# ---- block 1 ----
--- config.mk ---
export PLATFORM = sky130hd
export DESIGN_NAME = uart_tx
export DESIGN_NICKNAME = d
export VERILOG_FILES = /design/src/rtl/uart_pkg.sv /design/src/rtl/uart_bit_timer.sv /design/src/rtl/uart_tx.sv
export SDC_FILE = /design/constraint.sdc
export NUM_CORES = 1
export LEC_CHECK = 0
export ABC_AREA = 1
export CAP_MARGIN = 20
export CELL_PAD_IN_SITES_DETAIL_PLACEMENT = 1
export CELL_PAD_IN_SITES_GLOBAL_PLACEMENT = 1
export CORE_MARGIN = 2
export CORE_UTILIZATION = 38
export DETAILED_ROUTE_END_ITERATION = 10
export PLACE_DENSITY = 0.89
export SLEW_MARGIN = 20
export SYNTH_ARGS = -nofsm -noshare
export SYNTH_HDL_FRONTEND = slang
export SYNTH_SLANG_ARGS = --single-unit
--- constraint.sdc ---
create_clock -name clk -period 1.75 [get_ports clk]
set_input_delay 0.525 -clock clk [delete_from_list [all_inputs] [get_ports clk]]
set_output_delay 0.525 -clock clk [all_outputs]
set_load 0.01 [all_outputs]
--- src/rtl/uart_pkg.sv ---
// Shared UART definitions: FSM state encoding, parity modes and default oversampling.
// Imported by both the transmitter and the receiver.
package uart_pkg;

  typedef enum logic [2:0] {
    ST_IDLE,
    ST_START,
    ST_DATA,
    ST_PARITY,
    ST_STOP
  } uart_state_t;

  localparam int unsigned PAR_NONE = 0;
  localparam int unsigned PAR_EVEN = 1;
  localparam int unsigned PAR_ODD  = 2;

  localparam int unsigned DEFAULT_OVERSAMPLE = 16;

  // Narrower words are zero-extended by the caller, which leaves the XOR unchanged.
  function automatic logic parity_of(input logic [8:0] word, input int unsigned mode);
    return (mode == PAR_ODD) ? ~^word : ^word;
  endfunction

endpackage

--- src/rtl/uart_bit_timer.sv ---
// Oversampling bit timer: detects tick rising edges and flags the edge that closes a bit period.
// Shared between the UART transmitter and receiver.
module uart_bit_timer
  import uart_pkg::*;
#(
  parameter int unsigned OVERSAMPLE = DEFAULT_OVERSAMPLE
) (
  input  logic clk,
  input  logic rst,
  input  logic tick,
  input  logic clear,
  output logic bit_end_c
);

  localparam int unsigned CW = (OVERSAMPLE > 2) ? $clog2(OVERSAMPLE) : 1;

  if (OVERSAMPLE < 2) begin : g_bad_oversample
    $error("uart_bit_timer: OVERSAMPLE must be at least 2");
  end

  logic          tick_d;
  logic          tick_rise_c;
  logic [CW-1:0] cnt;

  // A tick held high for many cycles contributes a single edge.
  assign tick_rise_c = tick & ~tick_d;
  assign bit_end_c   = tick_rise_c && (cnt == CW'(OVERSAMPLE - 1));

  always_ff @(posedge clk) begin
    if (rst) begin
      tick_d <= 1'b0;
      cnt    <= '0;
    end else begin
      tick_d <= tick;
      if (clear || bit_end_c) begin
        cnt <= '0;
      end else if (tick_rise_c) begin
        cnt <= cnt + CW'(1);
      end
    end
  end

endmodule

--- src/rtl/uart_tx.sv ---
// UART transmitter: serialises one word per frame (start, data LSB first, optional parity, stop bits).
// Bit timing derives from the shared oversampling tick via uart_bit_timer.
module uart_tx
  import uart_pkg::*;
#(
  parameter int unsigned DATA_BITS  = 8,
  parameter int unsigned OVERSAMPLE = DEFAULT_OVERSAMPLE,
  parameter int unsigned PARITY     = PAR_NONE,
  parameter int unsigned STOP_BITS  = 1
) (
  input  logic                 clk,
  input  logic                 rst,
  input  logic                 tick,
  input  logic [DATA_BITS-1:0] tx_data,
  input  logic                 tx_valid,
  output logic                 tx_ready,
  output logic                 txd,
  output logic                 tx_busy,
  output logic                 tx_done
);

  localparam int unsigned IW = $clog2(DATA_BITS);

  if (DATA_BITS < 5 || DATA_BITS > 9) begin : g_bad_data_bits
    $error("uart_tx: DATA_BITS must be in 5..9");
  end
  if (PARITY > PAR_ODD) begin : g_bad_parity
    $error("uart_tx: PARITY must be 0 (none), 1 (even) or 2 (odd)");
  end
  if (STOP_BITS < 1 || STOP_BITS > 2) begin : g_bad_stop_bits
    $error("uart_tx: STOP_BITS must be 1 or 2");
  end

  uart_state_t          state, state_nxt;
  logic [DATA_BITS-1:0] shift, shift_nxt;
  logic [IW-1:0]        bit_idx, bit_idx_nxt;
  logic                 stop_idx, stop_idx_nxt;
  logic                 par_bit, par_bit_nxt;
  logic                 txd_nxt, busy_nxt, done_nxt;
  logic                 bit_end_c;
  logic                 transfer_c;
  logic                 timer_clear_c;

  assign tx_ready      = (state == ST_IDLE) & ~rst;
  assign transfer_c    = tx_valid & tx_ready;
  // Holding the counter at zero while idle makes the start bit count from acceptance.
  assign timer_clear_c = (state == ST_IDLE);

  uart_bit_timer #(
    .OVERSAMPLE (OVERSAMPLE)
  ) u_bit_timer (
    .clk       (clk),
    .rst       (rst),
    .tick      (tick),
    .clear     (timer_clear_c),
    .bit_end_c (bit_end_c)
  );

  // State, datapath and registered outputs.
  always_ff @(posedge clk) begin
    if (rst) begin
      state    <= ST_IDLE;
      shift    <= '0;
      bit_idx  <= '0;
      stop_idx <= 1'b0;
      par_bit  <= 1'b0;
      txd      <= 1'b1;
      tx_busy  <= 1'b0;
      tx_done  <= 1'b0;
    end else begin
      state    <= state_nxt;
      shift    <= shift_nxt;
      bit_idx  <= bit_idx_nxt;
      stop_idx <= stop_idx_nxt;
      par_bit  <= par_bit_nxt;
      txd      <= txd_nxt;
      tx_busy  <= busy_nxt;
      tx_done  <= done_nxt;
    end
  end

  // Next-state and datapath update.
  always_comb begin
    state_nxt    = state;
    shift_nxt    = shift;
    bit_idx_nxt  = bit_idx;
    stop_idx_nxt = stop_idx;
    par_bit_nxt  = par_bit;
    case (state)
      ST_IDLE: begin
        if (transfer_c) begin
          state_nxt    = ST_START;
          shift_nxt    = tx_data;
          bit_idx_nxt  = '0;
          stop_idx_nxt = 1'b0;
          par_bit_nxt  = parity_of(9'(tx_data), PARITY);
        end
      end
      ST_START: begin
        if (bit_end_c) begin
          state_nxt   = ST_DATA;
          bit_idx_nxt = '0;
        end
      end
      ST_DATA: begin
        if (bit_end_c) begin
          shift_nxt = {1'b0, shift[DATA_BITS-1:1]};
          if (bit_idx == IW'(DATA_BITS - 1)) begin
            state_nxt    = (PARITY != PAR_NONE) ? ST_PARITY : ST_STOP;
            stop_idx_nxt = 1'b0;
          end else begin
            bit_idx_nxt = bit_idx + IW'(1);
          end
        end
      end
      ST_PARITY: begin
        if (bit_end_c) begin
          state_nxt    = ST_STOP;
          stop_idx_nxt = 1'b0;
        end
      end
      ST_STOP: begin
        if (bit_end_c) begin
          if (stop_idx == 1'(STOP_BITS - 1)) begin
            state_nxt = ST_IDLE;
          end else begin
            stop_idx_nxt = stop_idx + 1'b1;
          end
        end
      end
      default: state_nxt = ST_IDLE;
    endcase
  end

  // Output values for the coming cycle, derived from the next state so txd is registered.
  always_comb begin
    txd_nxt  = 1'b1;
    busy_nxt = 1'b1;
    done_nxt = (state == ST_STOP) && (state_nxt == ST_IDLE);
    case (state_nxt)
      ST_IDLE:   busy_nxt = 1'b0;
      ST_START:  txd_nxt  = 1'b0;
      ST_DATA:   txd_nxt  = shift_nxt[0];
      ST_PARITY: txd_nxt  = par_bit_nxt;
      ST_STOP:   txd_nxt  = 1'b1;
      default:   txd_nxt  = 1'b1;
    endcase
  end

endmodule

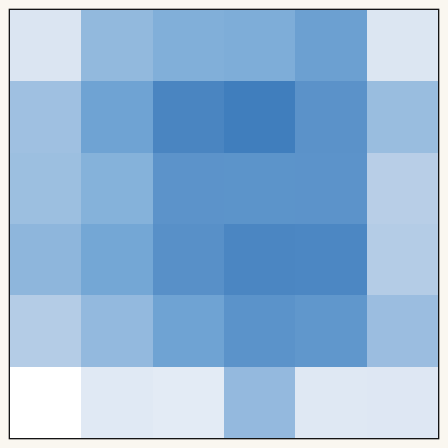
*Cell area per tile, block 1*
6 x 6 tiles, from white (low) to dark blue (high), 0 to 100% covered.
- fullest tile: 69%
- mean over tiles: 43%
- emptiest ninth of the die: south-west
- nearly empty tiles: 2.8%

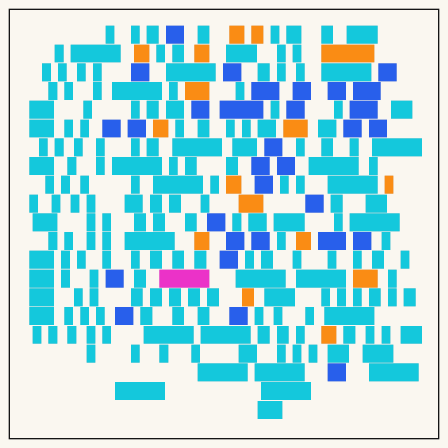
*Drive-strength map, block 1*
- x1 and smaller: cyan (cells 183)
- x6 and larger: magenta (cells 1)
- x3 and x4: blue (cells 31)
- x2: orange (cells 16)

==> impl_metrics.ini <==
; physical design summary
[run]
maxCapViolCount = 0

[sta]
fin_hold_ws_ns = 0.4830
fmax_mhz = 594.2

[layout]
layout_top_cells = nand2_1, buf_4, dfxtp_1
flop_area_um2 = 461.7
nClkBuffers = 3
n_all_inverters = 22
seq-cell-share_pct = 27.13

[grt]
grt_pass1_vias = 1327
grtUsageMet1_pct = 21.64

[detailed_routing]
wl_per_cell_um = 12.59
dr_wl_met3_um = 45
wirelength_um = 3487
vias_per_cell = 4.794

[synth]
edf_count = 0
top_area_share_pct = 35.94
xor_area_share_pct = 1.367
synthAdderAreaFrac_pct = 2.930
ys_ff = 23

[floorplan]
num_rows = 21
dieHeight_um = 62.07

[worst_hold_path]
hold_class = flop to flop

[worst_setup_path]
critPathMaxFanout = 3
critPathLaunch = tick

[status]
status = finished, final reports clean

[clock_network]
post_cts_buffers = 0
clkTransAtPathRegs_ns = 0.15
cts_resized = 5

[power_and_ir_drop]
powerDensity_nw_per_um2 = 640.6
## where the power goes
group | internal [W] | switching (W) | leakage [nW]
combinational | 0.000127 | 0.000143 | 0.626
sequential | 0.000549 | 0.0000121 | 0.188
clock | 0.0000854 | 0.000174 | 0.0177
total | 0.000761 | 0.000329 | 0.832
## worst min-delay path by stage
stage,endpoint,slack [ns]
floorplan,tx_done,0.43
global placement,tx_done,0.45
detailed placement,bit_idx[2],0.47
CTS,tx_done,0.49
global route,tx_done,0.50
finish,tx_done,0.48

# ---- block 2 ----
==> src/rtl/oldland_timer_if.sv <==
// oldland_timer_if: oldland data-bus access/ack/error handshake between the CPU side and a responder.
interface oldland_timer_if;
   logic        cs;
   logic        d_access;
   logic [29:0] d_addr;
   logic        d_wr_en;
   logic [3:0]  d_bytesel;
   logic [31:0] d_wr_val;
   logic [31:0] d_data;
   logic        d_ack;
   logic        d_error;
   modport master(output cs, d_access, d_addr, d_wr_en, d_bytesel, d_wr_val, input d_data, d_ack, d_error);
   modport slave(input cs, d_access, d_addr, d_wr_en, d_bytesel, d_wr_val, output d_data, d_ack, d_error);
endinterface

==> src/rtl/oldland_timer.sv <==
// oldland_timer: memory-mapped multi-channel down-counting timer with per-channel interrupts.
module oldland_timer #(
   parameter int NUM_TIMERS = 4
) (
   input  logic            clk,
   input  logic            rst,
   oldland_timer_if.slave  bus,
   output logic            irq_req
);
   typedef enum logic {IDLE, RESP} state_t;
   state_t                state, state_d;
   logic [31:0]           count [NUM_TIMERS];
   logic [31:0]           reload [NUM_TIMERS];
   logic [NUM_TIMERS-1:0] en, per, ie, pend, sel, expire;
   logic [1:0]            ch, rg;
   logic                  accept, bad, wr, ack_q, err_q;
   logic [31:0]           rdata, data_q;
   assign ch = bus.d_addr[3:2];
   assign rg = bus.d_addr[1:0];
   assign accept = state == IDLE && bus.cs && bus.d_access;
   assign bad = {30'd0, ch} >= NUM_TIMERS || (bus.d_wr_en && bus.d_bytesel != 4'hf);
   assign wr = accept && !bad && bus.d_wr_en;
   // A reset during RESP must swallow the response already queued in the output registers.
   assign bus.d_ack = ack_q && !rst;
   assign bus.d_error = err_q && !rst;
   assign bus.d_data = rst ? 32'd0 : data_q;
   always_comb begin
      state_d = accept ? RESP : IDLE;
   end
   always_comb begin
      rdata = '0;
      sel = '0;
      expire = '0;
      for (int i = 0; i < NUM_TIMERS; i++) begin
         sel[i] = wr && ch == 2'(i);
         expire[i] = en[i] && count[i] == 32'd0;
         if (ch == 2'(i))
            rdata = rg == 2'd0 ? count[i] :
                    rg == 2'd1 ? reload[i] :
                    rg == 2'd2 ? {29'd0, ie[i], per[i], en[i]} : {31'd0, pend[i]};
      end
   end
   always_ff @(posedge clk) begin
      if (rst) begin
         state <= IDLE;
         ack_q <= 1'b0;
         err_q <= 1'b0;
         data_q <= '0;
         irq_req <= 1'b0;
         en <= '0;
         per <= '0;
         ie <= '0;
         pend <= '0;
         for (int i = 0; i < NUM_TIMERS; i++) begin
            count[i] <= '0;
            reload[i] <= '0;
         end
      end else begin
         state <= state_d;
         ack_q <= accept && !bad;
         err_q <= accept && bad;
         data_q <= (accept && !bad && !bus.d_wr_en) ? rdata : 32'd0;
         irq_req <= |(pend & ie);
         for (int i = 0; i < NUM_TIMERS; i++) begin
            // Bus writes to COUNT/RELOAD take priority over decrement and reload.
            count[i] <= (sel[i] && !rg[1]) ? bus.d_wr_val :
                        (en[i] && count[i] != 32'd0) ? count[i] - 32'd1 :
                        (expire[i] && per[i]) ? reload[i] : count[i];
            if (sel[i] && rg == 2'd1)
               reload[i] <= bus.d_wr_val;
            if (sel[i] && rg == 2'd2)
               {ie[i], per[i], en[i]} <= bus.d_wr_val[2:0];
            else if (expire[i] && !per[i])
               en[i] <= 1'b0;
            pend[i] <= expire[i] || (pend[i] && !(sel[i] && rg == 2'd3 && bus.d_wr_val[0]));
         end
      end
   end
endmodule

==> src/flat_wrapper.sv <==
// flat-port wrapper written by rule: the top's interface ports become plain ports
module oldland_timer_flat 
#(
   parameter int NUM_TIMERS = 4
)
  (clk, rst, irq_req, bus_cs, bus_d_access, bus_d_addr, bus_d_wr_en, bus_d_bytesel, bus_d_wr_val, bus_d_data, bus_d_ack, bus_d_error);
  oldland_timer_if bus_i ();
  input  logic clk;
  input  logic rst;
  output logic irq_req;
  input wire logic [$bits(bus_i.cs)-1:0] bus_cs;
  input wire logic [$bits(bus_i.d_access)-1:0] bus_d_access;
  input wire logic [$bits(bus_i.d_addr)-1:0] bus_d_addr;
  input wire logic [$bits(bus_i.d_wr_en)-1:0] bus_d_wr_en;
  input wire logic [$bits(bus_i.d_bytesel)-1:0] bus_d_bytesel;
  input wire logic [$bits(bus_i.d_wr_val)-1:0] bus_d_wr_val;
  output wire logic [$bits(bus_i.d_data)-1:0] bus_d_data;
  output wire logic [$bits(bus_i.d_ack)-1:0] bus_d_ack;
  output wire logic [$bits(bus_i.d_error)-1:0] bus_d_error;
  assign bus_i.cs = bus_cs;
  assign bus_i.d_access = bus_d_access;
  assign bus_i.d_addr = bus_d_addr;
  assign bus_i.d_wr_en = bus_d_wr_en;
  assign bus_i.d_bytesel = bus_d_bytesel;
  assign bus_i.d_wr_val = bus_d_wr_val;
  assign bus_d_data = bus_i.d_data;
  assign bus_d_ack = bus_i.d_ack;
  assign bus_d_error = bus_i.d_error;
  oldland_timer #(.NUM_TIMERS(NUM_TIMERS)) u_core (.clk(clk), .rst(rst), .bus(bus_i), .irq_req(irq_req));
endmodule
==> config.mk <==
export PLATFORM = sky130hd
export DESIGN_NAME = oldland_timer_flat
export DESIGN_NICKNAME = d
export VERILOG_FILES = /design/src/rtl/oldland_timer_if.sv /design/src/rtl/oldland_timer.sv /design/src/flat_wrapper.sv
export SDC_FILE = /design/constraint.sdc
export NUM_CORES = 1
export LEC_CHECK = 0
export CAP_MARGIN = 10
export CORE_MARGIN = 3
export CORE_UTILIZATION = 50
export DETAILED_ROUTE_END_ITERATION = 12
export GPL_TIMING_DRIVEN = 0
export PLACE_DENSITY_LB_ADDON = 0.08
export SLEW_MARGIN = 15
export SYNTH_ARGS = -nofsm -noshare
export SYNTH_HDL_FRONTEND = slang
export SYNTH_SLANG_ARGS = --single-unit
==> constraint.sdc <==
create_clock -name clk -period 3.6 [get_ports clk]
set_input_delay 0.54 -clock clk [delete_from_list [all_inputs] [get_ports clk]]
set_output_delay 0.54 -clock clk [all_outputs]
set_load 0.02 [all_outputs]
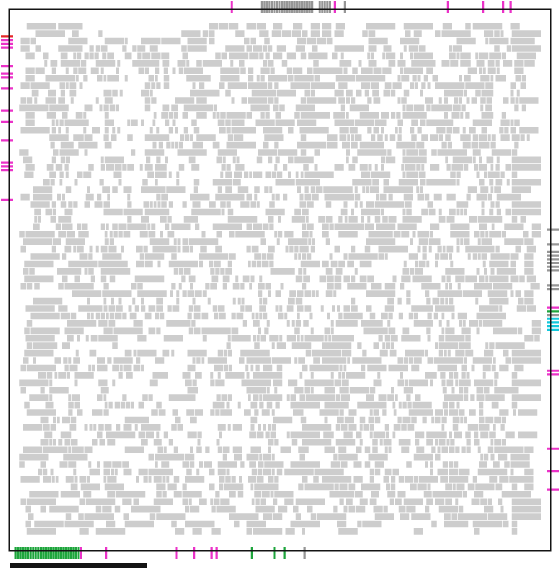
*Pin placement, block 2*
Scale bar: 50 um. Pins as bars across the die edge, other pins in gray.
- bus_d_bytesel: cyan (pins 4; direction input; edge east)
- clk: red (pins 1; direction input; edge west)
- bus_d_addr: green (pins 30; direction input; edge 29 south, 1 east)
- bus_d_wr_val: magenta (pins 32; direction input; edge 14 west, 6 east, 6 south, 6 north)
- all pins by edge: 36 south, 33 north, 22 east, 15 west

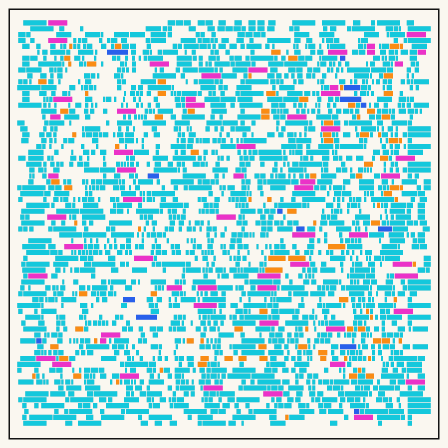
*Drive-strength map, block 2*
- x3 and x4: blue (cells 14)
- x6 and larger: magenta (cells 58)
- x1 and smaller: cyan (cells 2035)
- x2: orange (cells 100)

==> impl_metrics.ini <==
; physical design summary
[status]
status = finished, final reports clean

[placement]
gp_congestion = 1.079
placed_cells = 2601

[floorplan]
fp.dieW_um = 197.7

[grt]
grt_pass1_vias = 17600
grt-ovfl-total = 0

[detailed_routing]
drc = 0
drtPass1Iterations = 8
drt-initial-drc-count = 3003
wl_per_cell_um = 33.00

[sta]
clock_skew_ns = 0.02136
rsz0062_at_grt = false
fin_crit_sh_pct = 99.46
finalSetupTns_ns = 0
slew-limit-headroom_pct = 13.15
max_slew.worst_pin.slew_ns = 1.303

[worst_setup_path]
crit_required_ns = 3.85
critPathLaunch = bus_d_addr[3]
reg2reg_from = u_core.count[0][44]
start_kind = input pin
path_class = input pin to flop

[layout]
nNetsFinal = 2257
flops = 308
flop_area_um2 = 7447
n_antenna_cell = 3
signal_buffers = 258

[power_and_ir_drop]
leakagePower_nw = 7.977
p_clk_share_pct = 47.2
peakVddDrop_v = 0.0004745
p_seq_w = 0.00376

[synth]
synth_cells = 2058
synthDistinctLibCells = 87
edf_count = 128
ys_ff = 308
synth.avg_cell_area_um2 = 8.927
ys_area_um2 = 18370
top_area_share_pct = 20.92
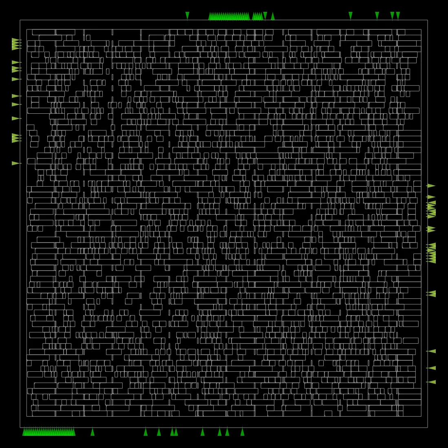
*Placed standard cells, block 2*
# rows: 69
# Taps: 461
final non-filler cell total: 2671

[per-layer routing]
metal | part of all wire [%] | routed length [um] | up-vias
met5 | 0.17 | 150 | -
met1 | 37 | 32960 | 9097
met3 | 14 | 12200 | 360
li1 | - | - | 7988
met2 | 40 | 35260 | 1580
met4 | 8.6 | 7556 | 8
[logic make-up after synthesis]
kind of cell,count (synthesis),share of synthesized area [%]
AND-OR/OR-AND,598,22.43
flip-flops,308,40.53
AND/OR/NAND/NOR,764,22.31
XOR/XNOR,76,3.623
buffers and inverters,201,4.474
multiplexers,103,6.088
adder cells (fa/ha/maj),8,0.5448


==> screenshots <==
Layout detail.
panel A
Window x 37 to 57, y 37 to 57 um. Cells in gray, sequential cells in the stronger gray; small squares are vias.
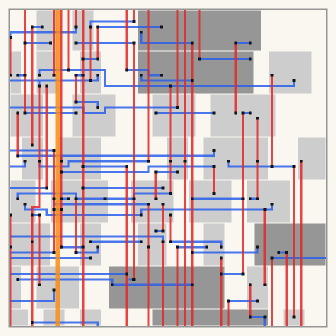
panel B
Window x 138 to 158, y 138 to 158 um. Cells in gray, sequential cells in the stronger gray; small squares are vias.
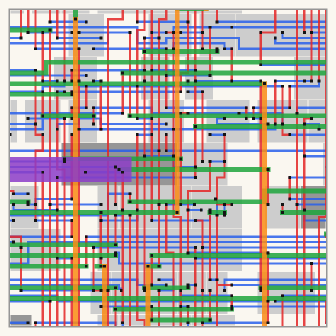
panel A: block 1
panel B: block 2

Power is estimated from default activity; no workload was simulated.
